# gate_controller

gate_controller, zoomed window:
Region (14, 14) to (54, 54) um. Cells in grey, sequential cells in the stronger grey; small squares are vias.
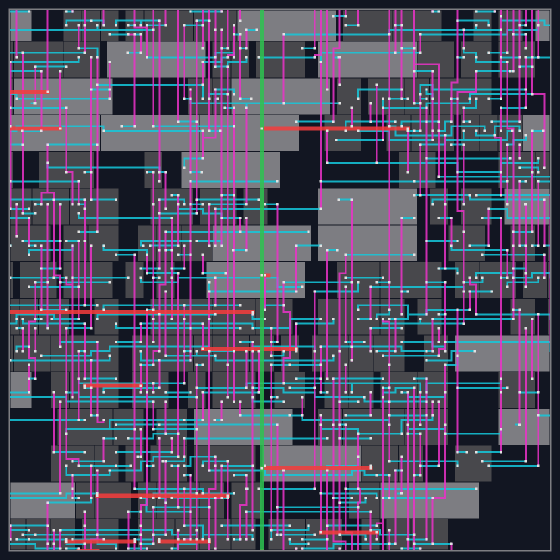
gate_controller, ports around the boundary:
(6 px per um) Pins as bars across the die edge, other pins in grey.
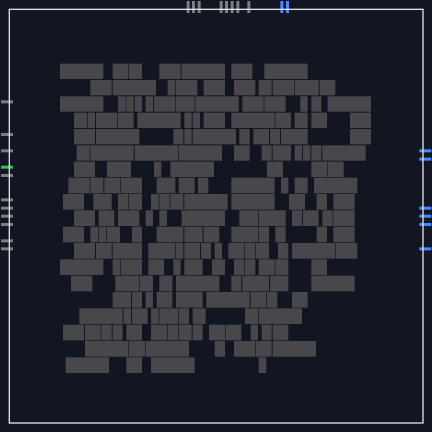
==> src/rtl/gate_controller.sv <==
// gate_controller
//
// Barrier-gate front end for the parking manager. Entry-lane and exit-lane
// requests are serialised into single-cycle manager events. The manager's
// rejected / rejected_uni response decides whether the barrier opens. The
// barrier is timed while open, and the FSM re-arms only after the car has
// left the lane loop.
//
// Optional build macro:
//   GATE_TIMEOUT_REVERT_EN - when defined, a barrier timeout issues a
//   compensating opposite-direction event (REVERT state), so the manager's
//   occupancy matches reality. When undefined, the REVERT state is not built
//   and a timeout only bumps timeout_count.
//
// Parameters:
//   OPEN_TIMEOUT  max cycles a barrier stays open waiting for its pass sensor
//   RESP_DELAY    cycles from the event pulse to sampling the manager response (>=1)
//   TMO_W         width of timeout_count
//
// Ports:
//   CLK                 clock, rising edge
//   Start               synchronous active-high reset
//   entry_req/exit_req  lane loop occupied (level)
//   entry_uni/exit_uni  car class of the lane, sampled at grant
//   entry_pass/exit_pass barrier pass sensors
//   rejected/rejected_uni manager response per class
//   car_entered/car_exited + is_uni_* one-cycle events with class qualifier
//   entry_open/exit_open barrier raised
//   entry_denied/exit_denied one-cycle rejection pulses
//   busy                FSM not idle
//   timeout_count       saturating count of barrier timeouts
module gate_controller #(
    parameter int OPEN_TIMEOUT = 700,
    parameter int RESP_DELAY   = 1,
    parameter int TMO_W        = 8
) (
    input  logic             CLK,
    input  logic             Start,
    input  logic             entry_req,
    input  logic             entry_uni,
    input  logic             exit_req,
    input  logic             exit_uni,
    input  logic             entry_pass,
    input  logic             exit_pass,
    input  logic             rejected,
    input  logic             rejected_uni,
    output logic             car_entered,
    output logic             is_uni_car_entered,
    output logic             car_exited,
    output logic             is_uni_car_exited,
    output logic             entry_open,
    output logic             exit_open,
    output logic             entry_denied,
    output logic             exit_denied,
    output logic             busy,
    output logic [TMO_W-1:0] timeout_count
);

    localparam int TMR_W = (OPEN_TIMEOUT > 1) ? $clog2(OPEN_TIMEOUT) : 1;
    localparam int DLY_W = (RESP_DELAY > 1) ? $clog2(RESP_DELAY) : 1;
    localparam logic [TMR_W-1:0] TMR_LAST = TMR_W'(OPEN_TIMEOUT - 1);
    localparam logic [DLY_W-1:0] DLY_LAST = DLY_W'(RESP_DELAY - 1);
    localparam logic LANE_ENTRY = 1'b0;
    localparam logic LANE_EXIT  = 1'b1;

    typedef enum logic [2:0] {
        S_IDLE   = 3'd0,
        S_ISSUE  = 3'd1,
        S_WAIT   = 3'd2,
        S_OPEN   = 3'd3,
        S_DENY   = 3'd4,
`ifdef GATE_TIMEOUT_REVERT_EN
        S_REVERT = 3'd5,
`endif
        S_CLEAR  = 3'd6
    } state_e;

    // Saturating increment: the counter sticks at all-ones.
    function automatic logic [TMO_W-1:0] sat_inc(input logic [TMO_W-1:0] v);
        return (v == {TMO_W{1'b1}}) ? v : v + TMO_W'(1);
    endfunction

    // Control state
    state_e            state_q, state_d;
    logic              last_q, last_d;     // lane granted most recently
    logic [TMR_W-1:0]  tmr_q, tmr_d;       // open-time counter
    logic [DLY_W-1:0]  dly_q, dly_d;       // response delay counter
    logic [TMO_W-1:0]  tmo_q, tmo_d;

    // Latched transaction data
    logic              lane_q, lane_d;
    logic              uni_q, uni_d;

    // Registered outputs
    logic ent_q, ent_d, ent_uni_q, ent_uni_d;
    logic ext_q, ext_d, ext_uni_q, ext_uni_d;
    logic eopen_q, eopen_d, xopen_q, xopen_d;
    logic eden_q, eden_d, xden_q, xden_d;
    logic busy_q, busy_d;

    logic grant_exit;
    logic lane_req;
    logic lane_pass;
    logic sample_rej;

    assign lane_req   = (lane_q == LANE_EXIT) ? exit_req  : entry_req;
    assign lane_pass  = (lane_q == LANE_EXIT) ? exit_pass : entry_pass;
    assign sample_rej = uni_q ? rejected_uni : rejected;

    // Next-state logic
    always_comb begin
        state_d    = state_q;
        last_d     = last_q;
        tmr_d      = tmr_q;
        dly_d      = dly_q;
        tmo_d      = tmo_q;
        lane_d     = lane_q;
        uni_d      = uni_q;
        // On a tie the lane opposite the last grant wins.
        grant_exit = exit_req && (!entry_req || (last_q == LANE_ENTRY));

        case (state_q)
            S_IDLE: begin
                if (entry_req || exit_req) begin
                    lane_d  = grant_exit;
                    uni_d   = grant_exit ? exit_uni : entry_uni;
                    last_d  = grant_exit;
                    state_d = S_ISSUE;
                end
            end
            S_ISSUE: begin
                dly_d   = '0;
                state_d = S_WAIT;
            end
            S_WAIT: begin
                if (dly_q == DLY_LAST) begin
                    if (sample_rej) begin
                        state_d = S_DENY;
                    end else begin
                        tmr_d   = '0;
                        state_d = S_OPEN;
                    end
                end else begin
                    dly_d = dly_q + DLY_W'(1);
                end
            end
            S_OPEN: begin
                // Pass sensor has priority over a coincident timeout.
                if (lane_pass) begin
                    state_d = S_CLEAR;
                end else if (tmr_q == TMR_LAST) begin
                    tmo_d = sat_inc(tmo_q);
`ifdef GATE_TIMEOUT_REVERT_EN
                    state_d = S_REVERT;
`else
                    state_d = S_CLEAR;
`endif
                end else begin
                    tmr_d = tmr_q + TMR_W'(1);
                end
            end
            S_DENY: begin
                state_d = S_CLEAR;
            end
`ifdef GATE_TIMEOUT_REVERT_EN
            S_REVERT: begin
                state_d = S_CLEAR;
            end
`endif
            S_CLEAR: begin
                // Wait for the car to leave the loop so one car is counted once.
                if (!lane_req) begin
                    state_d = S_IDLE;
                end
            end
            default: begin
                state_d = S_IDLE;
            end
        endcase
    end

    // Output decode from the next state so every output is a register.
    always_comb begin
        ent_d = (state_d == S_ISSUE) && (lane_d == LANE_ENTRY);
        ext_d = (state_d == S_ISSUE) && (lane_d == LANE_EXIT);
`ifdef GATE_TIMEOUT_REVERT_EN
        // Compensating event runs in the opposite direction with the same class.
        if (state_d == S_REVERT) begin
            ent_d = (lane_d == LANE_EXIT);
            ext_d = (lane_d == LANE_ENTRY);
        end
`endif
        ent_uni_d = ent_d && uni_d;
        ext_uni_d = ext_d && uni_d;
        eopen_d   = (state_d == S_OPEN) && (lane_d == LANE_ENTRY);
        xopen_d   = (state_d == S_OPEN) && (lane_d == LANE_EXIT);
        eden_d    = (state_d == S_DENY) && (lane_d == LANE_ENTRY);
        xden_d    = (state_d == S_DENY) && (lane_d == LANE_EXIT);
        busy_d    = (state_d != S_IDLE);
    end

    // Control and output registers
    always_ff @(posedge CLK) begin
        if (Start) begin
            state_q   <= S_IDLE;
            last_q    <= LANE_EXIT;
            tmr_q     <= '0;
            dly_q     <= '0;
            tmo_q     <= '0;
            ent_q     <= 1'b0;
            ent_uni_q <= 1'b0;
            ext_q     <= 1'b0;
            ext_uni_q <= 1'b0;
            eopen_q   <= 1'b0;
            xopen_q   <= 1'b0;
            eden_q    <= 1'b0;
            xden_q    <= 1'b0;
            busy_q    <= 1'b0;
        end else begin
            state_q   <= state_d;
            last_q    <= last_d;
            tmr_q     <= tmr_d;
            dly_q     <= dly_d;
            tmo_q     <= tmo_d;
            ent_q     <= ent_d;
            ent_uni_q <= ent_uni_d;
            ext_q     <= ext_d;
            ext_uni_q <= ext_uni_d;
            eopen_q   <= eopen_d;
            xopen_q   <= xopen_d;
            eden_q    <= eden_d;
            xden_q    <= xden_d;
            busy_q    <= busy_d;
        end
    end

    // Transaction data is only consumed while the FSM is out of IDLE,
    // so it carries no reset.
    always_ff @(posedge CLK) begin
        lane_q <= lane_d;
        uni_q  <= uni_d;
    end

    assign car_entered        = ent_q;
    assign is_uni_car_entered = ent_uni_q;
    assign car_exited         = ext_q;
    assign is_uni_car_exited  = ext_uni_q;
    assign entry_open         = eopen_q;
    assign exit_open          = xopen_q;
    assign entry_denied       = eden_q;
    assign exit_denied        = xden_q;
    assign busy               = busy_q;
    assign timeout_count      = tmo_q;

endmodule
==> config.mk <==
export PLATFORM = sky130hd
export DESIGN_NAME = gate_controller
export DESIGN_NICKNAME = d
export VERILOG_FILES = /design/src/rtl/gate_controller.sv
export SDC_FILE = /design/constraint.sdc
export NUM_CORES = 1
export LEC_CHECK = 0
export CORE_MARGIN = 8
export CORE_UTILIZATION = 55
export CTS_CLUSTER_DIAMETER = 100
export CTS_CLUSTER_SIZE = 30
export DETAILED_ROUTE_END_ITERATION = 16
export PLACE_DENSITY = 0.83
export SETUP_SLACK_MARGIN = 0.3
export SYNTH_ARGS = -nofsm -noshare
export SYNTH_HDL_FRONTEND = slang
export SYNTH_SLANG_ARGS = --single-unit
==> constraint.sdc <==
create_clock -name CLK -period 5.3 [get_ports CLK]
set_input_delay 1.325 -clock CLK [delete_from_list [all_inputs] [get_ports CLK]]
set_output_delay 1.325 -clock CLK [all_outputs]
set_load 0.01 [all_outputs]
==> impl_metrics.csv <==
group,metric,value,unit
status,outcome,"finished, final reports clean",
route,via_count,1378,
clock_network,clk_pin_slew,110,ps
synthesis,synthFlopType,"sky130_fd_sc_hd__dfxtp_1",
synthesis,floorplan.nets,178,
clock_network,cts_buffers,5,
global_routing,initial_antenna_violation_count,0,
layout,layout.nets,208,
setup_path,cp-endpoint,"timeout_count[3]",
min_path,timing.hold.worst_endpoint,"tmr_q[9]",
layout,buffer_area_frac,0.139,
synthesis,synth.lib_cells_used.distinct,47,
min_path,timing.hold.worst_path_depth,2,
synthesis,flop_and_latch_count_out_of_synthesis,33,
synthesis,post_synth.cell_area_avg,9.20,um2
setup_path,critPathLaunch,"exit_pass",
layout,largest_cell_class,"multi-input combinational cells",
setup_path,worstSetupPathDepth,5,
synthesis,xor_area_frac,0.0115,
layout,filler_cell_count,221,
global_routing,number_of_global_route_vias_before_repair,1344,
synthesis,ys_async_sr_fraction,0,
## Picture notes: 'zoomed window' of gate_controller
Cyan is metal 1. Magenta is metal 2. Green is metal 4. Red is metal 3.
Netlist names of flops here include tmr_q (5), timeout_count (4), state_q (3). Sequential cells in the window: 19. Most frequent: dfxtp_1 (19), a21oi_1 (14), nand2_1 (12). 144 logic cells have their middle in the window.

## Picture notes: 'ports around the boundary' of gate_controller
Green is rejected, pins 1, direction input, edge left. Blue is timeout_count, pins 8, direction output, edge 6 right, 2 top.
All pins by edge: 11 left, 10 top, 6 right.
total of buffers placed on input and output ports: 26
Die Span X: 68.7 um
y dimension of the die: 68.7 um

through the flow:
| step | instances | setup WS [ps] | hold slack [ps] |
|---|---|---|---|
| floorplan | 166 | 2800 | 448 |
| global placement | 220 | 2260 | 458 |
| detailed placement | 220 | 2170 | 474 |
| CTS | 228 | 2550 | 490 |
| global route | 228 | 2440 | 538 |
| finish | 228 | 2540 | 491 |
flip-flops by register name, indices dropped and copies added (netlist names):
register and cells:
state_q 3, exit_open 1, lane_q 1, tmr_q 10, car_exited 1, entry_denied 1
last_q 1, uni_q 1, is_uni_car_entered 1, exit_denied 1, timeout_count 8, is_uni_car_exited 1
car_entered 1, entry_open 1, busy 1
where the power goes:
group	total (W)	switching, W	internal, W
combinational	0.000134	0.0000685	0.0000658
sequential	0.000299	0.0000251	0.000274
clock	0.000149	0.0000980	0.0000512
per-layer routing:
metal / GRT usage / routed length (um) / vias up
met1: 0.174 / 1540 / 637
met4: 0.0752 / 61 / 0
met5: 0 / 0 / -
li1: - / - / 698
met2: 0.276 / 1700 / 36
met3: 0.0630 / 231 / 7

# lsu_bus_ctrl

lsu_bus_ctrl, metal layers overlaid:
(3 px per um) Two of the layers only.
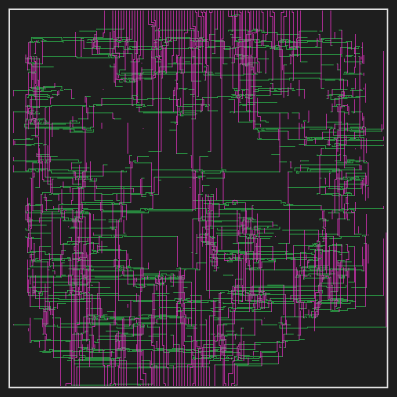
lsu_bus_ctrl, ports around the boundary:
(4 px per um) Pins as bars across the die edge, other pins in grey.
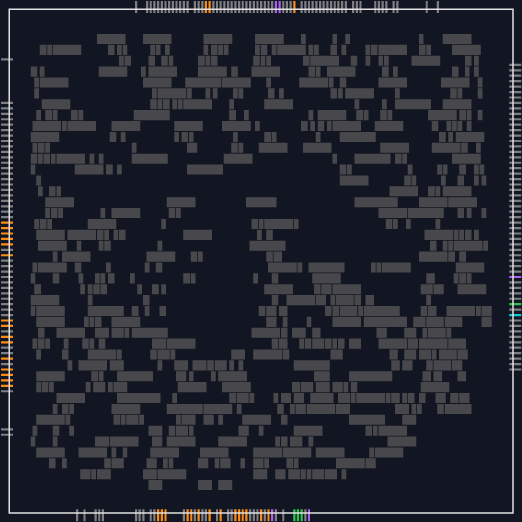
[config.mk]
export PLATFORM = sky130hd
export DESIGN_NAME = lsu_bus_ctrl
export DESIGN_NICKNAME = d
export VERILOG_FILES = /design/src/rtl/lsu_bus_ctrl.sv
export SDC_FILE = /design/constraint.sdc
export NUM_CORES = 1
export LEC_CHECK = 0
export ABC_CLOCK_PERIOD_IN_PS = 4510
export CELL_PAD_IN_SITES_DETAIL_PLACEMENT = 0
export CELL_PAD_IN_SITES_GLOBAL_PLACEMENT = 2
export CORE_MARGIN = 5
export CORE_UTILIZATION = 36
export CTS_BUF_LIST = sky130_fd_sc_hd__clkbuf_16
export CTS_CLUSTER_DIAMETER = 40
export DETAILED_ROUTE_END_ITERATION = 6
export DONT_BUFFER_PORTS = 1
export PLACE_DENSITY_LB_ADDON = 0.3
export SYNTH_ARGS = -nofsm -noshare
export SYNTH_HDL_FRONTEND = slang
export SYNTH_SLANG_ARGS = --single-unit
export TNS_END_PERCENT = 50
[constraint.sdc]
create_clock -name clk -period 4.51 [get_ports clk]
set_clock_uncertainty 0.15 [all_clocks]
set_input_delay 1.1275 -clock clk [delete_from_list [all_inputs] [get_ports clk]]
set_output_delay 1.1275 -clock clk [all_outputs]
set_load 0.1 [all_outputs]
[src/rtl/lsu_bus_ctrl.sv]
// Load/store sequencer between EX and the single-port data bus (req/gnt/rvalid).
// Checks alignment, drives byte enables and replicated write data, stalls EX until the access completes.
module lsu_bus_ctrl #(
  parameter int XLEN        = 32,
  parameter int TIMEOUT_CYC = 255
) (
  input  logic            clk,
  input  logic            rst_n,
  input  logic            ex_ls_valid_i,
  input  logic            ex_is_load_i,
  input  logic [XLEN-1:0] ex_ls_addr_i,
  input  logic [1:0]      ex_ls_size_i,
  input  logic            ex_ls_unsigned_i,
  input  logic [XLEN-1:0] ex_store_data_i,
  input  logic            flush_i,
  output logic            lsu_stall_o,
  output logic            lsu_done_o,
  output logic            lsu_misalign_o,
  output logic            lsu_bus_err_o,
  output logic [XLEN-1:0] lsu_load_data_o,
  output logic [1:0]      lsu_addr_2low_o,
  output logic [4:0]      lsu_l_mask_o,
  output logic            dbus_req_o,
  output logic            dbus_we_o,
  output logic [XLEN-1:0] dbus_addr_o,
  output logic [XLEN-1:0] dbus_wdata_o,
  output logic [3:0]      dbus_be_o,
  input  logic            dbus_gnt_i,
  input  logic            dbus_rvalid_i,
  input  logic [XLEN-1:0] dbus_rdata_i,
  input  logic            dbus_err_i,
  output logic [1:0]      dbg_state_o
);

  // Bus handshake: the address phase completes in the cycle where dbus_req_o and
  // dbus_gnt_i are both high; until then req/we/addr/be/wdata are held stable.
  // A granted load completes its data phase in the first cycle with dbus_rvalid_i
  // high (dbus_err_i is only meaningful in that cycle). Stores have no data phase.

  typedef enum logic [1:0] {
    S_IDLE = 2'd0,
    S_REQ  = 2'd1,
    S_WAIT = 2'd2,
    S_DONE = 2'd3
  } state_t;

  localparam int            CW      = $clog2(TIMEOUT_CYC + 1);
  localparam logic [CW-1:0] TO_LAST = CW'(TIMEOUT_CYC - 1);

  state_t          r_state;
  logic [CW-1:0]   r_cnt;
  logic            r_flushed;
  logic            r_misalign;
  logic            r_bus_err;
  logic [XLEN-1:0] r_addr;
  logic [XLEN-1:0] r_wdata;
  logic [XLEN-1:0] r_load_data;
  logic [3:0]      r_be;
  logic            r_we;
  logic [4:0]      r_mask;
  logic [1:0]      r_addr_2low;

  logic            w_accept;
  logic            w_aligned;
  logic            w_timeout;
  logic            w_kill;
  logic [3:0]      w_be;
  logic [4:0]      w_mask;
  logic [XLEN-1:0] w_wdata;

  assign w_accept  = ex_ls_valid_i & ~flush_i;
  assign w_timeout = (r_cnt == TO_LAST);
  assign w_kill    = r_flushed | flush_i;

  always_comb begin
    w_aligned = 1'b1;
    w_be      = 4'b1111;
    w_mask    = 5'b11111;
    w_wdata   = ex_store_data_i;
    case (ex_ls_size_i)
      2'b00: begin
        w_aligned = 1'b1;
        w_be      = 4'b0001 << ex_ls_addr_i[1:0];
        w_mask    = {~ex_ls_unsigned_i, 4'b0001};
        w_wdata   = {(XLEN/8){ex_store_data_i[7:0]}};
      end
      2'b01: begin
        w_aligned = ~ex_ls_addr_i[0];
        w_be      = 4'b0011 << {ex_ls_addr_i[1], 1'b0};
        w_mask    = {~ex_ls_unsigned_i, 4'b0011};
        w_wdata   = {(XLEN/16){ex_store_data_i[15:0]}};
      end
      default: begin
        // Word accesses always sign-extend: LW has no unsigned variant on RV32.
        w_aligned = (ex_ls_addr_i[1:0] == 2'b00);
        w_be      = 4'b1111;
        w_mask    = 5'b11111;
        w_wdata   = ex_store_data_i;
      end
    endcase
  end

  always_ff @(posedge clk) begin
    if (!rst_n) begin
      r_state     <= S_IDLE;
      r_cnt       <= '0;
      r_flushed   <= 1'b0;
      r_misalign  <= 1'b0;
      r_bus_err   <= 1'b0;
      r_addr      <= '0;
      r_wdata     <= '0;
      r_load_data <= '0;
      r_be        <= '0;
      r_we        <= 1'b0;
      r_mask      <= '0;
      r_addr_2low <= '0;
    end else begin
      r_misalign <= 1'b0;
      r_bus_err  <= 1'b0;
      case (r_state)
        S_IDLE: begin
          if (w_accept) begin
            if (w_aligned) begin
              r_addr      <= {ex_ls_addr_i[XLEN-1:2], 2'b00};
              r_wdata     <= w_wdata;
              r_be        <= w_be;
              r_we        <= ~ex_is_load_i;
              r_mask      <= w_mask;
              r_addr_2low <= ex_ls_addr_i[1:0];
              r_cnt       <= '0;
              r_flushed   <= 1'b0;
              r_state     <= S_REQ;
            end else begin
              r_misalign <= 1'b1;
            end
          end
        end
        S_REQ: begin
          r_cnt <= r_cnt + 1'b1;
          if (dbus_gnt_i) begin
            // A granted access is committed on the bus; a same-cycle flush only
            // suppresses its completion later.
            r_flushed <= flush_i;
            r_state   <= r_we ? S_DONE : S_WAIT;
          end else if (flush_i) begin
            r_state <= S_IDLE;
          end else if (w_timeout) begin
            r_bus_err <= 1'b1;
            r_state   <= S_IDLE;
          end
        end
        S_WAIT: begin
          r_cnt <= r_cnt + 1'b1;
          if (flush_i) begin
            r_flushed <= 1'b1;
          end
          if (dbus_rvalid_i) begin
            if (w_kill) begin
              r_state <= S_IDLE;
            end else begin
              if (dbus_err_i) begin
                r_bus_err <= 1'b1;
              end else begin
                r_load_data <= dbus_rdata_i;
              end
              r_state <= S_DONE;
            end
          end else if (w_timeout) begin
            r_bus_err <= 1'b1;
            r_state   <= S_IDLE;
          end
        end
        S_DONE: begin
          r_flushed <= 1'b0;
          r_state   <= S_IDLE;
        end
        default: begin
          r_state <= S_IDLE;
        end
      endcase
    end
  end

  // Stall is combinational so EX freezes in the very cycle the op is accepted.
  assign lsu_stall_o     = ((r_state == S_IDLE) & w_accept & w_aligned) |
                           (r_state == S_REQ) | (r_state == S_WAIT);
  assign lsu_done_o      = (r_state == S_DONE) & ~w_kill;
  assign lsu_misalign_o  = r_misalign;
  assign lsu_bus_err_o   = r_bus_err;
  assign lsu_load_data_o = r_load_data;
  assign lsu_addr_2low_o = r_addr_2low;
  assign lsu_l_mask_o    = r_mask;
  assign dbus_req_o      = (r_state == S_REQ);
  assign dbus_we_o       = r_we;
  assign dbus_addr_o     = r_addr;
  assign dbus_wdata_o    = r_wdata;
  assign dbus_be_o       = r_be;
  assign dbg_state_o     = r_state;

endmodule

==> impl_metrics.csv <==
group,metric,value,unit
status,outcome,"finished, final reports clean",
setup_path,worst-endpoint-required,3230,ps
setup_path,critical_path.reg2reg.endpoint,"dbus_wdata_o[15]",
route,drt_pass1_iterations,4,
layout,fin_cells,769,
timing,final_min_period_over_clock_period,0.808,
setup_path,worst_setup_path_end_kind,"primary output",
place,placement.cell_area,4900,um2
place,dp_hpwl,9730,um
layout,drive_gt1_frac,0.0691,
timing,fmax,0.274,GHz
clock_network,clk_pin_slew,50,ps
clock_network,cts_buffers,17,
clock_network,post_cts_resized,0,
flow_run,max_cap_violations,0,
timing,postLayoutSetupSlackWorst,866,ps
timing,worst-slew-pin-transition,1170,ps
synthesis,xor_area_frac,0,
power_and_ir_drop,combinationalPowerShare,0.122,
clock_network,h-tree-depth,4,
setup_path,r2r_slack,1650,ps
power_and_ir_drop,total_power,0.00321,W
layout,layout.nets,694,
place,dpl.cell_count,737,
## Picture notes: 'metal layers overlaid' of lsu_bus_ctrl
Magenta is metal 2, wire length 6630 um. Green is metal 1, wire length 5580 um.
detail-routed net length per standard cell: 18.3 um
total number of vias: 4054
global router's overall resource usage: 0.177
Routed Wire Length: 14100 um

## Picture notes: 'ports around the boundary' of lsu_bus_ctrl
Purple is lsu_l_mask_o, pins 5, direction output, edge 2 bottom, 2 top, 1 right. Cyan is lsu_misalign_o, pins 1, direction output, edge right. Green is dbus_be_o, pins 4, direction output, edge 3 bottom, 1 right. Orange is dbus_wdata_o, pins 32, direction output, edge 15 left, 14 bottom, 3 top.
All pins by edge: 65 top, 57 left, 57 right, 43 bottom.
Die Span X: 126 um
y dimension of the die: 126 um
total of buffers placed on input and output ports: 0

-- metal layers --
metal | vias to the layer above | GRT usage | wire length [um]
met3 | 24 | 0.0934 | 1610
met2 | 160 | 0.281 | 6630
met5 | - | 0 | 0
met1 | 1871 | 0.203 | 5580
li1 | 1999 | - | -
met4 | 0 | 0.0670 | 267
-- cell type report --
type / count / area, um2
clock buffer: 17 / 425
clock inverter: 15 / 171
fill: 1335 / 7690
inverter: 9 / 35.0
multi-input combinational: 426 / 2220
sequential: 118 / 2360
tap: 176 / 220
timing repair buffer: 8 / 60.1
-- how the worst max path moves through the flow --
stage	from	endpoint	slack, ps
6_report	dbg_state_o[0]	lsu_stall_o	870
5_1_grt	dbg_state_o[0]	lsu_stall_o	750
3_5_place_dp	ex_ls_size_i[0]	lsu_stall_o	1220
3_3_place_gp	ex_ls_size_i[0]	lsu_stall_o	1250
2_1_floorplan	dbg_state_o[0]	lsu_stall_o	390
4_1_cts	dbg_state_o[0]	lsu_stall_o	850

# btn_scan_scheduler_flat

btn_scan_scheduler_flat, metal layers overlaid:
(3 px per um) Two of the layers only.
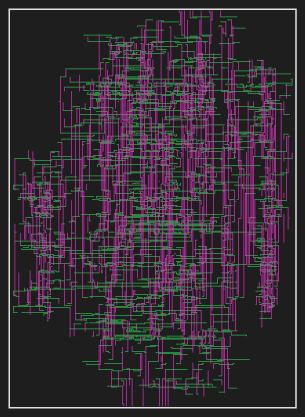
btn_scan_scheduler_flat, cell placement:
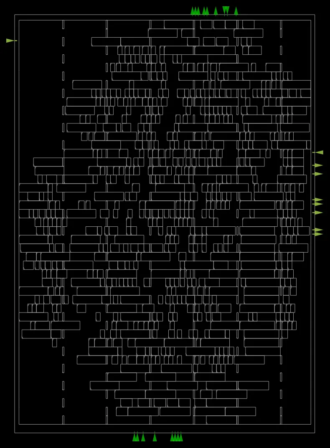
## src/rtl/btn_scan_scheduler_pkg.sv

```systemverilog
// Shared types for the scanned button debouncer: scan FSM encoding and a
// width helper for index fields that stays legal for a single-button bank.
package midi_btn_pkg;

    typedef enum logic [0:0] {
        SC_IDLE = 1'b0,
        SC_SCAN = 1'b1
    } scan_state_t;

    function automatic int unsigned id_width(input int unsigned n);
        return (n > 1) ? $clog2(n) : 1;
    endfunction

endpackage

```

## src/rtl/btn_scan_scheduler_if.sv

```systemverilog
// Press/release event stream from the button scanner to the MIDI message logic.
// The scanner drives through the master modport; the consumer uses slave.
interface btn_scan_scheduler_if #(
    parameter int ID_W = 3
);
    logic            evt_valid;
    logic            evt_ready;
    logic [ID_W-1:0] evt_id;
    logic            evt_press;

    modport master (output evt_valid, output evt_id, output evt_press, input evt_ready);
    modport slave  (input evt_valid, input evt_id, input evt_press, output evt_ready);
endinterface

```

## src/rtl/btn_scan_scheduler_fifo.sv

```systemverilog
// Event queue for the button scanner; pointers carry an extra wrap bit so a
// full queue and an empty queue are told apart without a separate counter.
module btn_evt_fifo #(
    parameter int  DEPTH = 4,
    parameter type evt_t = logic [3:0]
) (
    input  logic clk,
    input  logic rst,
    input  logic push,
    input  evt_t din,
    input  logic pop,
    output evt_t dout,
    output logic full,
    output logic empty
);
    localparam int AW = (DEPTH > 1) ? $clog2(DEPTH) : 1;

    evt_t          r_mem [DEPTH];
    evt_t          r_last;
    logic [AW:0]   r_wr_ptr;
    logic [AW:0]   r_rd_ptr;
    logic [AW-1:0] w_wr_addr;
    logic [AW-1:0] w_rd_addr;
    logic          w_do_pop;
    logic          w_do_push;

    assign w_wr_addr = r_wr_ptr[AW-1:0];
    assign w_rd_addr = r_rd_ptr[AW-1:0];
    assign empty     = (r_wr_ptr == r_rd_ptr);
    assign full      = (r_wr_ptr[AW] != r_rd_ptr[AW]) && (w_wr_addr == w_rd_addr);
    assign w_do_pop  = pop & ~empty;
    assign w_do_push = push & (~full | w_do_pop);
    // Once drained, the head shows the last event handed out instead of stale storage
    assign dout      = empty ? r_last : r_mem[w_rd_addr];

    // Event storage
    always_ff @(posedge clk) begin
        if (w_do_push) begin
            r_mem[w_wr_addr] <= din;
        end
    end

    // Queue pointers and last-popped event
    always_ff @(posedge clk or posedge rst) begin
        if (rst) begin
            r_wr_ptr <= '0;
            r_rd_ptr <= '0;
            r_last   <= '0;
        end else begin
            if (w_do_push) begin
                r_wr_ptr <= r_wr_ptr + (AW+1)'(1);
            end
            if (w_do_pop) begin
                r_rd_ptr <= r_rd_ptr + (AW+1)'(1);
                r_last   <= r_mem[w_rd_addr];
            end
        end
    end

endmodule

```

## src/rtl/btn_scan_scheduler.sv

```systemverilog
// Round-robin debouncer: one counter/compare engine visits each button once per
// scan tick and merges accepted level changes into a single event stream.
module btn_scan_scheduler
    import midi_btn_pkg::*;
#(
    parameter int NUM_BTN      = 8,
    parameter int TICK_DIV     = 5000,
    parameter int STABLE_TICKS = 20,
    parameter int ACTIVE_LOW   = 1,
    parameter int REPORT_REL   = 1,
    parameter int FIFO_DEPTH   = 4
) (
    input  logic                  clk,
    input  logic                  rst,
    input  logic [NUM_BTN-1:0]    btn,
    output logic [NUM_BTN-1:0]    btn_state,
    btn_scan_scheduler_if.master  evt,
    output logic                  ovf,
    input  logic                  ovf_clr
);
    localparam int ID_W = id_width(NUM_BTN);
    localparam int CW   = $clog2(STABLE_TICKS + 1);
    localparam int TW   = $clog2(TICK_DIV);
    localparam logic [NUM_BTN-1:0] SYNC_IDLE = (ACTIVE_LOW != 0) ? {NUM_BTN{1'b1}} : {NUM_BTN{1'b0}};

    typedef struct packed {
        logic [ID_W-1:0] id;
        logic            press;
    } btn_evt_t;

    if (TICK_DIV < NUM_BTN + 2) begin : g_bad_tick_div
        $error("btn_scan_scheduler: TICK_DIV must be at least NUM_BTN+2");
    end
    if (STABLE_TICKS < 1) begin : g_bad_stable
        $error("btn_scan_scheduler: STABLE_TICKS must be at least 1");
    end
    if ((FIFO_DEPTH < 2) || ((FIFO_DEPTH & (FIFO_DEPTH - 1)) != 0)) begin : g_bad_depth
        $error("btn_scan_scheduler: FIFO_DEPTH must be a power of two");
    end

    logic [NUM_BTN-1:0] r_sync1, r_sync2, r_btn_state;
    logic [NUM_BTN-1:0] w_pressed;
    logic [CW-1:0]      r_cnt [NUM_BTN];
    logic [TW-1:0]      r_tick_cnt;
    logic [ID_W-1:0]    r_idx;
    scan_state_t        r_state, w_state_nxt;
    logic               r_ovf;
    logic               w_tick, w_last, w_scan, w_s, w_differ, w_accept, w_push;
    logic               w_pop, w_full, w_empty;
    logic [CW-1:0]      w_cnt_inc;
    btn_evt_t           w_din, w_head;

    // Two-flop synchroniser, parked at the released pin level in reset
    always_ff @(posedge clk or posedge rst) begin
        if (rst) begin
            r_sync1 <= SYNC_IDLE;
            r_sync2 <= SYNC_IDLE;
        end else begin
            r_sync1 <= btn;
            r_sync2 <= r_sync1;
        end
    end

    assign w_pressed = (ACTIVE_LOW != 0) ? ~r_sync2 : r_sync2;
    assign w_tick    = (r_tick_cnt == TW'(TICK_DIV - 1));
    assign w_last    = (r_idx == ID_W'(NUM_BTN - 1));

    // Scan tick divider
    always_ff @(posedge clk or posedge rst) begin
        if (rst) begin
            r_tick_cnt <= '0;
        end else begin
            r_tick_cnt <= w_tick ? '0 : r_tick_cnt + TW'(1);
        end
    end

    // Scan FSM next-state
    always_comb begin
        w_state_nxt = r_state;
        case (r_state)
            SC_IDLE: begin
                if (w_tick) w_state_nxt = SC_SCAN;
                else        w_state_nxt = SC_IDLE;
            end
            SC_SCAN: begin
                if (w_last) w_state_nxt = SC_IDLE;
                else        w_state_nxt = SC_SCAN;
            end
            default: w_state_nxt = SC_IDLE;
        endcase
    end

    // Scan FSM state and button index
    always_ff @(posedge clk or posedge rst) begin
        if (rst) begin
            r_state <= SC_IDLE;
            r_idx   <= '0;
        end else begin
            r_state <= w_state_nxt;
            if (r_state == SC_IDLE) begin
                r_idx <= '0;
            end else if (!w_last) begin
                r_idx <= r_idx + ID_W'(1);
            end
        end
    end

    assign w_scan    = (r_state == SC_SCAN);
    assign w_s       = w_pressed[r_idx];
    assign w_differ  = w_scan && (w_s != r_btn_state[r_idx]);
    assign w_cnt_inc = r_cnt[r_idx] + CW'(1);
    assign w_accept  = w_differ && (w_cnt_inc == CW'(STABLE_TICKS));
    assign w_push    = w_accept && (w_s || (REPORT_REL != 0));
    assign w_din     = '{id: r_idx, press: w_s};

    // Shared debounce step for the button under the scan index
    always_ff @(posedge clk or posedge rst) begin
        if (rst) begin
            r_btn_state <= '0;
            for (int i = 0; i < NUM_BTN; i++) begin
                r_cnt[i] <= '0;
            end
        end else if (w_scan) begin
            if (!w_differ) begin
                r_cnt[r_idx] <= '0;
            end else if (w_accept) begin
                r_cnt[r_idx]       <= '0;
                r_btn_state[r_idx] <= w_s;
            end else begin
                r_cnt[r_idx] <= w_cnt_inc;
            end
        end
    end

    assign w_pop = evt.evt_valid & evt.evt_ready;

    // Sticky drop flag; a clear in the same cycle as a drop wins
    always_ff @(posedge clk or posedge rst) begin
        if (rst) begin
            r_ovf <= 1'b0;
        end else if (ovf_clr) begin
            r_ovf <= 1'b0;
        end else if (w_push && w_full && !w_pop) begin
            r_ovf <= 1'b1;
        end
    end

    btn_evt_fifo #(
        .DEPTH (FIFO_DEPTH),
        .evt_t (btn_evt_t)
    ) u_fifo (
        .clk   (clk),
        .rst   (rst),
        .push  (w_push),
        .din   (w_din),
        .pop   (w_pop),
        .dout  (w_head),
        .full  (w_full),
        .empty (w_empty)
    );

    assign evt.evt_valid = ~w_empty;
    assign evt.evt_id    = w_head.id;
    assign evt.evt_press = w_head.press;
    assign btn_state     = r_btn_state;
    assign ovf           = r_ovf;

endmodule
```

## src/flat_wrapper.sv

```systemverilog
// flat-port wrapper written by rule: the top's interface ports become plain ports
module btn_scan_scheduler_flat import midi_btn_pkg::*;
#(
    parameter int NUM_BTN      = 8,
    parameter int TICK_DIV     = 5000,
    parameter int STABLE_TICKS = 20,
    parameter int ACTIVE_LOW   = 1,
    parameter int REPORT_REL   = 1,
    parameter int FIFO_DEPTH   = 4
)
  (clk, rst, btn, btn_state, ovf, ovf_clr, evt_evt_valid, evt_evt_id, evt_evt_press, evt_evt_ready);
  btn_scan_scheduler_if evt_i ();
  input  logic clk;
  input  logic rst;
  input  logic [NUM_BTN-1:0] btn;
  output logic [NUM_BTN-1:0] btn_state;
  output logic ovf;
  input  logic ovf_clr;
  output wire logic [$bits(evt_i.evt_valid)-1:0] evt_evt_valid;
  output wire logic [$bits(evt_i.evt_id)-1:0] evt_evt_id;
  output wire logic [$bits(evt_i.evt_press)-1:0] evt_evt_press;
  input wire logic [$bits(evt_i.evt_ready)-1:0] evt_evt_ready;
  assign evt_evt_valid = evt_i.evt_valid;
  assign evt_evt_id = evt_i.evt_id;
  assign evt_evt_press = evt_i.evt_press;
  assign evt_i.evt_ready = evt_evt_ready;
  btn_scan_scheduler #(.NUM_BTN(NUM_BTN), .TICK_DIV(TICK_DIV), .STABLE_TICKS(STABLE_TICKS), .ACTIVE_LOW(ACTIVE_LOW), .REPORT_REL(REPORT_REL), .FIFO_DEPTH(FIFO_DEPTH)) u_core (.clk(clk), .rst(rst), .btn(btn), .btn_state(btn_state), .evt(evt_i), .ovf(ovf), .ovf_clr(ovf_clr));
endmodule
```

## config.mk

```make
export PLATFORM = sky130hd
export DESIGN_NAME = btn_scan_scheduler_flat
export DESIGN_NICKNAME = d
export VERILOG_FILES = /design/src/rtl/btn_scan_scheduler_pkg.sv /design/src/rtl/btn_scan_scheduler_if.sv /design/src/rtl/btn_scan_scheduler_fifo.sv /design/src/rtl/btn_scan_scheduler.sv /design/src/flat_wrapper.sv
export SDC_FILE = /design/constraint.sdc
export NUM_CORES = 1
export LEC_CHECK = 0
export ABC_AREA = 1
export CAP_MARGIN = 20
export CORE_ASPECT_RATIO = 1.4
export CORE_UTILIZATION = 45
export DETAILED_ROUTE_END_ITERATION = 10
export PLACE_DENSITY = 0.69
export SLEW_MARGIN = 20
export SYNTH_ARGS = -nofsm -noshare
export SYNTH_HDL_FRONTEND = slang
export SYNTH_HIERARCHICAL = 1
export SYNTH_SLANG_ARGS = --single-unit
```

## constraint.sdc

```tcl
create_clock -name clk -period 7.9 [get_ports clk]
set_clock_uncertainty 0.05 [all_clocks]
set_input_delay 0.79 -clock clk [delete_from_list [all_inputs] [get_ports clk]]
set_output_delay 0.79 -clock clk [all_outputs]
set_load 0.02 [all_outputs]
```

==> impl_metrics.csv <==
group,metric,value,unit
layout,largest_register_ff_count,40,
min_path,timing.hold.worst_endpoint,"u_core/r_sync2[1]",
min_path,timing.hold.worst_path_depth,0,
min_path,holdCritStartpoint,"u_core/r_sync1[1]",
layout,areaGrowthSynthToFinish,11.6,%
global_routing,gr-max-usage-layer,"met2",
setup_path,timing.critical_path.slowest_stage_cell,"sky130_fd_sc_hd__dfrtp_1",
min_path,hp-class,"reg2reg",
clock_network,ctsRootBufferMaster,"sky130_fd_sc_hd__clkbuf_16",
setup_path,cp_max_fo,13,
floorplanning,nWellTaps,147,
power_and_ir_drop,p_leak,3.01,nW
place,dp_hpwl,9240,um
synthesis,post_synth.cell_area_avg,8.06,um2
power_and_ir_drop,switching_power,0.000215,W
flow_run,max_cap_violations,0,
status,outcome,"finished, final reports clean",
## Picture notes: 'metal layers overlaid' of btn_scan_scheduler_flat
Magenta is metal 2, wire length 6930 um. Green is metal 1, wire length 5000 um.
total number of vias: 4443
detail-routed net length per standard cell: 15.0 um
Routed Wire Length: 12800 um
global router's overall resource usage: 0.221

## Picture notes: 'cell placement' of btn_scan_scheduler_flat
flop count: 108
Core Rows: 47

==> cells in the mapped netlist (9+ instances only) <==
| library cell | instances |
|---|---|
| sky130_fd_sc_hd__nand3_1 | 48 |
| sky130_fd_sc_hd__dfrtp_1 | 76 |
| sky130_fd_sc_hd__xor2_1 | 11 |
| sky130_fd_sc_hd__o21ai_1 | 9 |
| sky130_fd_sc_hd__dfstp_2 | 16 |
| sky130_fd_sc_hd__ha_1 | 9 |
| sky130_fd_sc_hd__nand4_1 | 9 |
| sky130_fd_sc_hd__inv_1 | 70 |
| sky130_fd_sc_hd__o21ai_0 | 20 |
| sky130_fd_sc_hd__edfxtp_1 | 16 |
| sky130_fd_sc_hd__a21oi_1 | 13 |
| sky130_fd_sc_hd__nor2_1 | 59 |
| sky130_fd_sc_hd__buf_2 | 9 |
| sky130_fd_sc_hd__nand2_1 | 249 |
==> per-stage QoR <==
step / hold WS [ps] / area [um2] / std cells / setup WS [ps]
after floorplan: 295 / 5460 / 677 / 4980
after global placement: 297 / 5810 / 835 / 4510
after detailed placement: 297 / 5810 / 835 / 4450
after CTS: 308 / 6090 / 851 / 4440
after global routing: 310 / 6090 / 851 / 4010
final: 307 / 6090 / 851 / 4360

# moore_seq_detector_p

## src/rtl/moore_seq_detector_p.sv

```systemverilog
// ---------------------------------------------------------------------------
// moore_seq_detector_p
// Runtime-programmable Moore serial sequence detector. The pattern, its
// length (1..MAX_LEN) and the overlap mode are loaded through cfg_load. The
// state is the number of pattern-prefix bits currently matched. The next
// state follows the KMP failure rule.
//
// Optional feature macro: MOORE_MATCH_COUNT_EN
//   defined   -> saturating match counter, cnt_clr and count_sat are built
//   undefined -> match_count and count_sat are tied low, cnt_clr is ignored
// ---------------------------------------------------------------------------
module moore_seq_detector_p #(
  parameter  int MAX_LEN = 8,
  parameter  int CNT_W   = 8,
  localparam int LEN_W   = $clog2(MAX_LEN) + 1
) (
  input  logic               clk,
  input  logic               rst,
  input  logic               en,
  input  logic               din,
  input  logic               cfg_load,
  input  logic [MAX_LEN-1:0] cfg_pattern,
  input  logic [LEN_W-1:0]   cfg_len,
  input  logic               cfg_overlap,
  input  logic               cnt_clr,
  output logic               match,
  output logic [LEN_W-1:0]   state_o,
  output logic [CNT_W-1:0]   match_count,
  output logic               count_sat
);

  // Clamp a requested length into 1..MAX_LEN.
  function automatic logic [LEN_W-1:0] clamp_len(input logic [LEN_W-1:0] raw);
    logic [LEN_W-1:0] res;
    if (raw == {LEN_W{1'b0}}) begin
      res = LEN_W'(1'b1);
    end else if (raw > LEN_W'(MAX_LEN)) begin
      res = LEN_W'(MAX_LEN);
    end else begin
      res = raw;
    end
    return res;
  endfunction

  // Longest k <= min(sp+1, len) such that the last k bits of
  // w = pat[0..sp-1], bit_in equal pat[0..k-1]. Later (larger) hits in the
  // ascending loop override smaller ones, which is the same as a priority
  // search from the top down.
  function automatic logic [LEN_W-1:0] kmp_next(
    input logic [MAX_LEN-1:0] pat,
    input logic [LEN_W-1:0]   len,
    input logic [LEN_W-1:0]   sp,
    input logic               bit_in
  );
    logic [MAX_LEN:0] pat_ext;
    logic [MAX_LEN:0] w_vec;
    logic [MAX_LEN:0] mask_k;
    logic [MAX_LEN:0] suffix;
    logic [LEN_W-1:0] kmax;
    logic [LEN_W-1:0] k_v;
    logic [LEN_W-1:0] best;
    pat_ext = {1'b0, pat};
    // Bits of the pattern below sp, with the new bit placed at position sp.
    w_vec   = (pat_ext & ~({(MAX_LEN+1){1'b1}} << sp))
            | ({{MAX_LEN{1'b0}}, bit_in} << sp);
    kmax    = ((sp + LEN_W'(1'b1)) > len) ? len : (sp + LEN_W'(1'b1));
    best    = {LEN_W{1'b0}};
    for (int k = 1; k <= MAX_LEN; k++) begin
      k_v    = LEN_W'(k);
      mask_k = ~({(MAX_LEN+1){1'b1}} << k_v);
      suffix = (w_vec >> (sp + LEN_W'(1'b1) - k_v)) & mask_k;
      if ((k_v <= kmax) && (suffix == (pat_ext & mask_k))) begin
        best = k_v;
      end else begin
        best = best;
      end
    end
    return best;
  endfunction

  logic [MAX_LEN-1:0] pattern_q, pattern_d;
  logic [LEN_W-1:0]   len_q, len_d;
  logic               overlap_q, overlap_d;
  logic [LEN_W-1:0]   state_q, state_d;
  logic               match_q, match_d;
  logic [LEN_W-1:0]   start_s;
  logic               accept_s;
  logic               hit_s;

  // A sample is consumed only when no configuration load competes with it.
  assign accept_s = en & ~cfg_load;

  // Effective prefix length before the new bit: restart from zero after a
  // full match when overlapping matches are disabled.
  always_comb begin
    start_s = state_q;
    if ((state_q == len_q) && !overlap_q) begin
      start_s = {LEN_W{1'b0}};
    end else begin
      start_s = state_q;
    end
  end

  // Next configuration, next state and next Moore output.
  always_comb begin
    pattern_d = pattern_q;
    len_d     = len_q;
    overlap_d = overlap_q;
    state_d   = state_q;
    if (cfg_load) begin
      pattern_d = cfg_pattern;
      len_d     = clamp_len(cfg_len);
      overlap_d = cfg_overlap;
      state_d   = {LEN_W{1'b0}};
    end else if (en) begin
      state_d   = kmp_next(pattern_q, len_q, start_s, din);
    end else begin
      state_d   = state_q;
    end
    match_d = (state_d == len_d);
  end

  // A completed pattern on an accepted sample bumps the counter.
  assign hit_s = accept_s && (state_d == len_q);

  // Detector state and configuration registers.
  always_ff @(posedge clk) begin
    if (rst) begin
      pattern_q <= {MAX_LEN{1'b0}};
      len_q     <= LEN_W'(1'b1);
      overlap_q <= 1'b1;
      state_q   <= {LEN_W{1'b0}};
      match_q   <= 1'b0;
    end else begin
      pattern_q <= pattern_d;
      len_q     <= len_d;
      overlap_q <= overlap_d;
      state_q   <= state_d;
      match_q   <= match_d;
    end
  end

  assign match   = match_q;
  assign state_o = state_q;

`ifdef MOORE_MATCH_COUNT_EN
  localparam logic [CNT_W-1:0] CNT_MAX = {CNT_W{1'b1}};

  logic [CNT_W-1:0] count_q, count_d;
  logic             sat_q, sat_d;

  // Saturating match counter; a load or an explicit clear wins over a hit.
  always_comb begin
    count_d = count_q;
    if (cfg_load) begin
      count_d = {CNT_W{1'b0}};
    end else if (cnt_clr) begin
      count_d = {CNT_W{1'b0}};
    end else if (hit_s && (count_q != CNT_MAX)) begin
      count_d = count_q + CNT_W'(1'b1);
    end else begin
      count_d = count_q;
    end
    sat_d = (count_d == CNT_MAX);
  end

  // Counter and saturation flag registers.
  always_ff @(posedge clk) begin
    if (rst) begin
      count_q <= {CNT_W{1'b0}};
      sat_q   <= 1'b0;
    end else begin
      count_q <= count_d;
      sat_q   <= sat_d;
    end
  end

  assign match_count = count_q;
  assign count_sat   = sat_q;
`else
  logic unused_cnt_s;

  // Counter not built: outputs are constant and the unused inputs are sunk.
  assign unused_cnt_s = cnt_clr ^ hit_s;
  assign match_count  = {CNT_W{1'b0}};
  assign count_sat    = 1'b0;
`endif

endmodule
```

## config.mk

```make
export PLATFORM = sky130hd
export DESIGN_NAME = moore_seq_detector_p
export DESIGN_NICKNAME = d
export VERILOG_FILES = /design/src/rtl/moore_seq_detector_p.sv
export SDC_FILE = /design/constraint.sdc
export NUM_CORES = 1
export LEC_CHECK = 0
export ABC_AREA = 0
export CAP_MARGIN = 5
export CORE_ASPECT_RATIO = 1.2
export CORE_MARGIN = 5
export CORE_UTILIZATION = 32
export CTS_CLUSTER_DIAMETER = 60
export DETAILED_ROUTE_END_ITERATION = 8
export GPL_TIMING_DRIVEN = 0
export PLACE_DENSITY = 0.61
export REMOVE_ABC_BUFFERS = 1
export SETUP_SLACK_MARGIN = 0.1
export SLEW_MARGIN = 20
export SYNTH_ARGS = -nofsm -noshare
export SYNTH_HDL_FRONTEND = slang
export SYNTH_SLANG_ARGS = --single-unit
```

## constraint.sdc

```tcl
create_clock -name clk -period 8.07 [get_ports clk]
set_clock_uncertainty 0.2 [all_clocks]
set_input_delay 1.2105 -clock clk [delete_from_list [all_inputs] [get_ports clk]]
set_output_delay 1.2105 -clock clk [all_outputs]
set_load 0.05 [all_outputs]
```

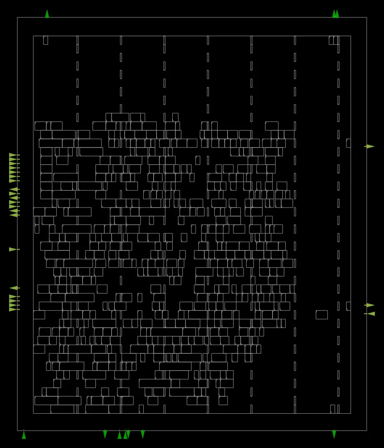
moore_seq_detector_p: cell placement
share of cell area taken by flip-flops and latches: 0.0864
Core Util, Final: 0.349
flop count: 18
Core Rows: 44

==> impl_metrics.csv <==
group,metric,value,unit
layout,layout.area.comb,3280,um2
layout,largest_register_ff_count,8,
status,outcome,"finished, final reports clean",
setup_path,crit_type,"reg2reg",
synthesis,syn_inst,545,
power_and_ir_drop,p_leak,1.48,nW
layout,filler_cell_count,1289,
route,drc,0,
setup_path,cells_on_worst_reg2reg_path,20,
power_and_ir_drop,power_frac_seq,0.183,
clock_network,post_cts_buffers,0,
min_path,timing.hold.worst_endpoint,"pattern_q[7]",
synthesis,synthFlopType,"sky130_fd_sc_hd__dfxtp_1",
clock_network,cts_tree,"built",
floorplanning,floorplan.initialDensity,0.324,
layout,stdcell_area,4210,um2
[metal layers]
layer / vias up / global-route usage / routed length [um] / share of wire
met5: - / 0 / 0 / 0
met4: 0 / 0.0978 / 810 / 0.057
met3: 74 / 0.0180 / 1090 / 0.077
met2: 255 / 0.326 / 6480 / 0.46
met1: 2069 / 0.239 / 5720 / 0.41
li1: 2045 / - / - / -
[cell families (layout without fill, tap and decap cells)]
family / after synthesis / count (layout)
AOI/OAI and AO/OA: 193 / 193
xor gates and xnor gates: 28 / 28
adders and majority gates: 14 / 14
buffers and inverters: 68 / 43
DFF: 18 / 18
muxes: 27 / 27
other: 1 / 9
and+or+nand+nor: 196 / 196
[layout by cell type (no fill, tap or decap), types with 13 or more instances in the layout]
master	count
sky130_fd_sc_hd__dfxtp_1	15
sky130_fd_sc_hd__mux2i_1	20
sky130_fd_sc_hd__ha_1	13
sky130_fd_sc_hd__a21oi_1	35
sky130_fd_sc_hd__nor3_1	23
sky130_fd_sc_hd__o21ai_0	23
sky130_fd_sc_hd__nand2_1	34
sky130_fd_sc_hd__nor2_1	54
sky130_fd_sc_hd__clkdlybuf4s50_1	22
sky130_fd_sc_hd__xnor2_1	19
sky130_fd_sc_hd__nand3_1	17


## Gallery

Met2 routing.
panel A
(3 px per um) Cells faint in the background.
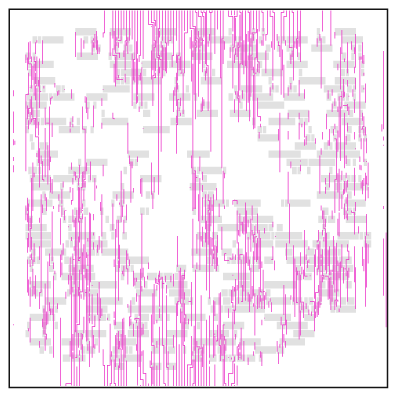
panel B
(3 px per um) Cells faint in the background.
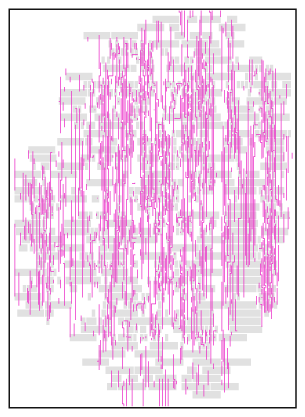
panel C
(3 px per um) Cells faint in the background.
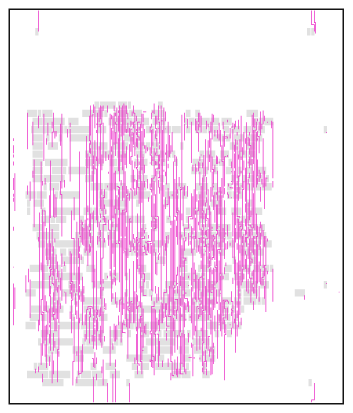
panel D
(6 px per um) Cells faint in the background.
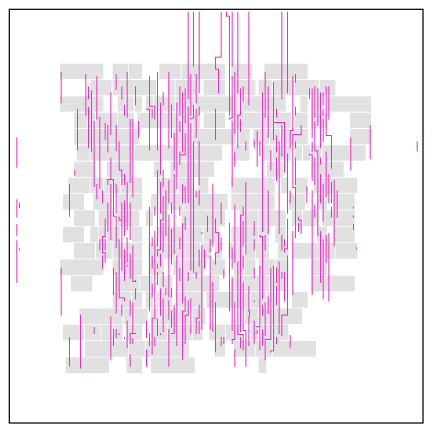
lsu_bus_ctrl is panel A.
gate_controller is panel D.
btn_scan_scheduler_flat is panel B.
moore_seq_detector_p is panel C.
- smallest die: panel D

Key to panel B:
The layer carries 6930 um of wire. The wires run mostly vertical. The longest straight run is 64.9 um. The layer holds 54% of the routed length. 569 nets have wire on it.


==> layout pictures side by side <==
Zoomed window.
(a)
Region (43, 43) to (83, 83) um. Cells in grey, sequential cells in the stronger grey; small squares are vias.
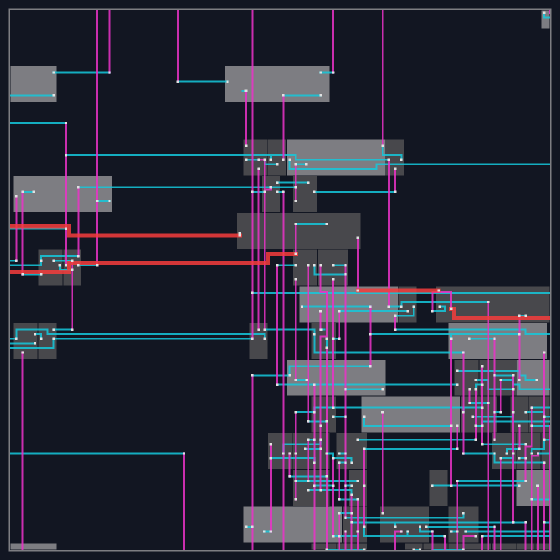
(b)
Region (28, 46) to (68, 86) um. Cells in grey, sequential cells in the stronger grey; small squares are vias.
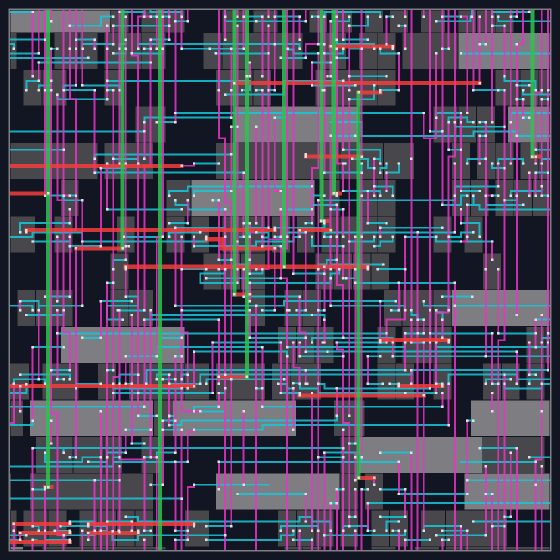
(c)
Region (35, 46) to (75, 86) um. Cells in grey, sequential cells in the stronger grey; small squares are vias.
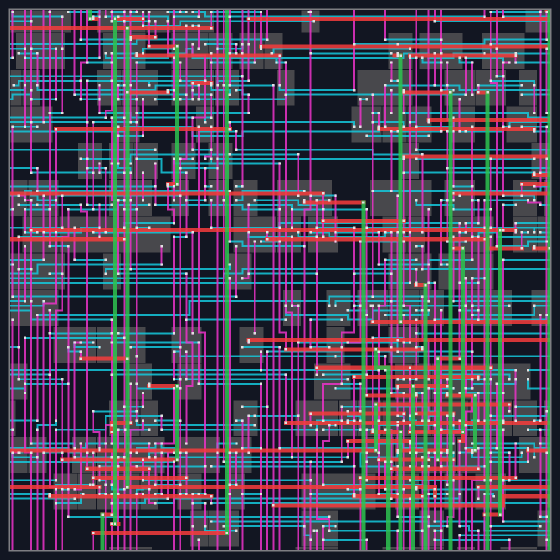
moore_seq_detector_p -> (c)
lsu_bus_ctrl -> (a)
btn_scan_scheduler_flat -> (b)

Key to (b):
Magenta is metal 2. Red is metal 3. Cyan is metal 1. Green is metal 4.
157 logic cells have their middle in the window. Sequential cells in the window: 12. Most frequent: nand2_1 (71), nor2_1 (17), inv_1 (14). Netlist names of flops here include u_core/r_cnt (10).

Power is estimated from default activity; no workload was simulated.
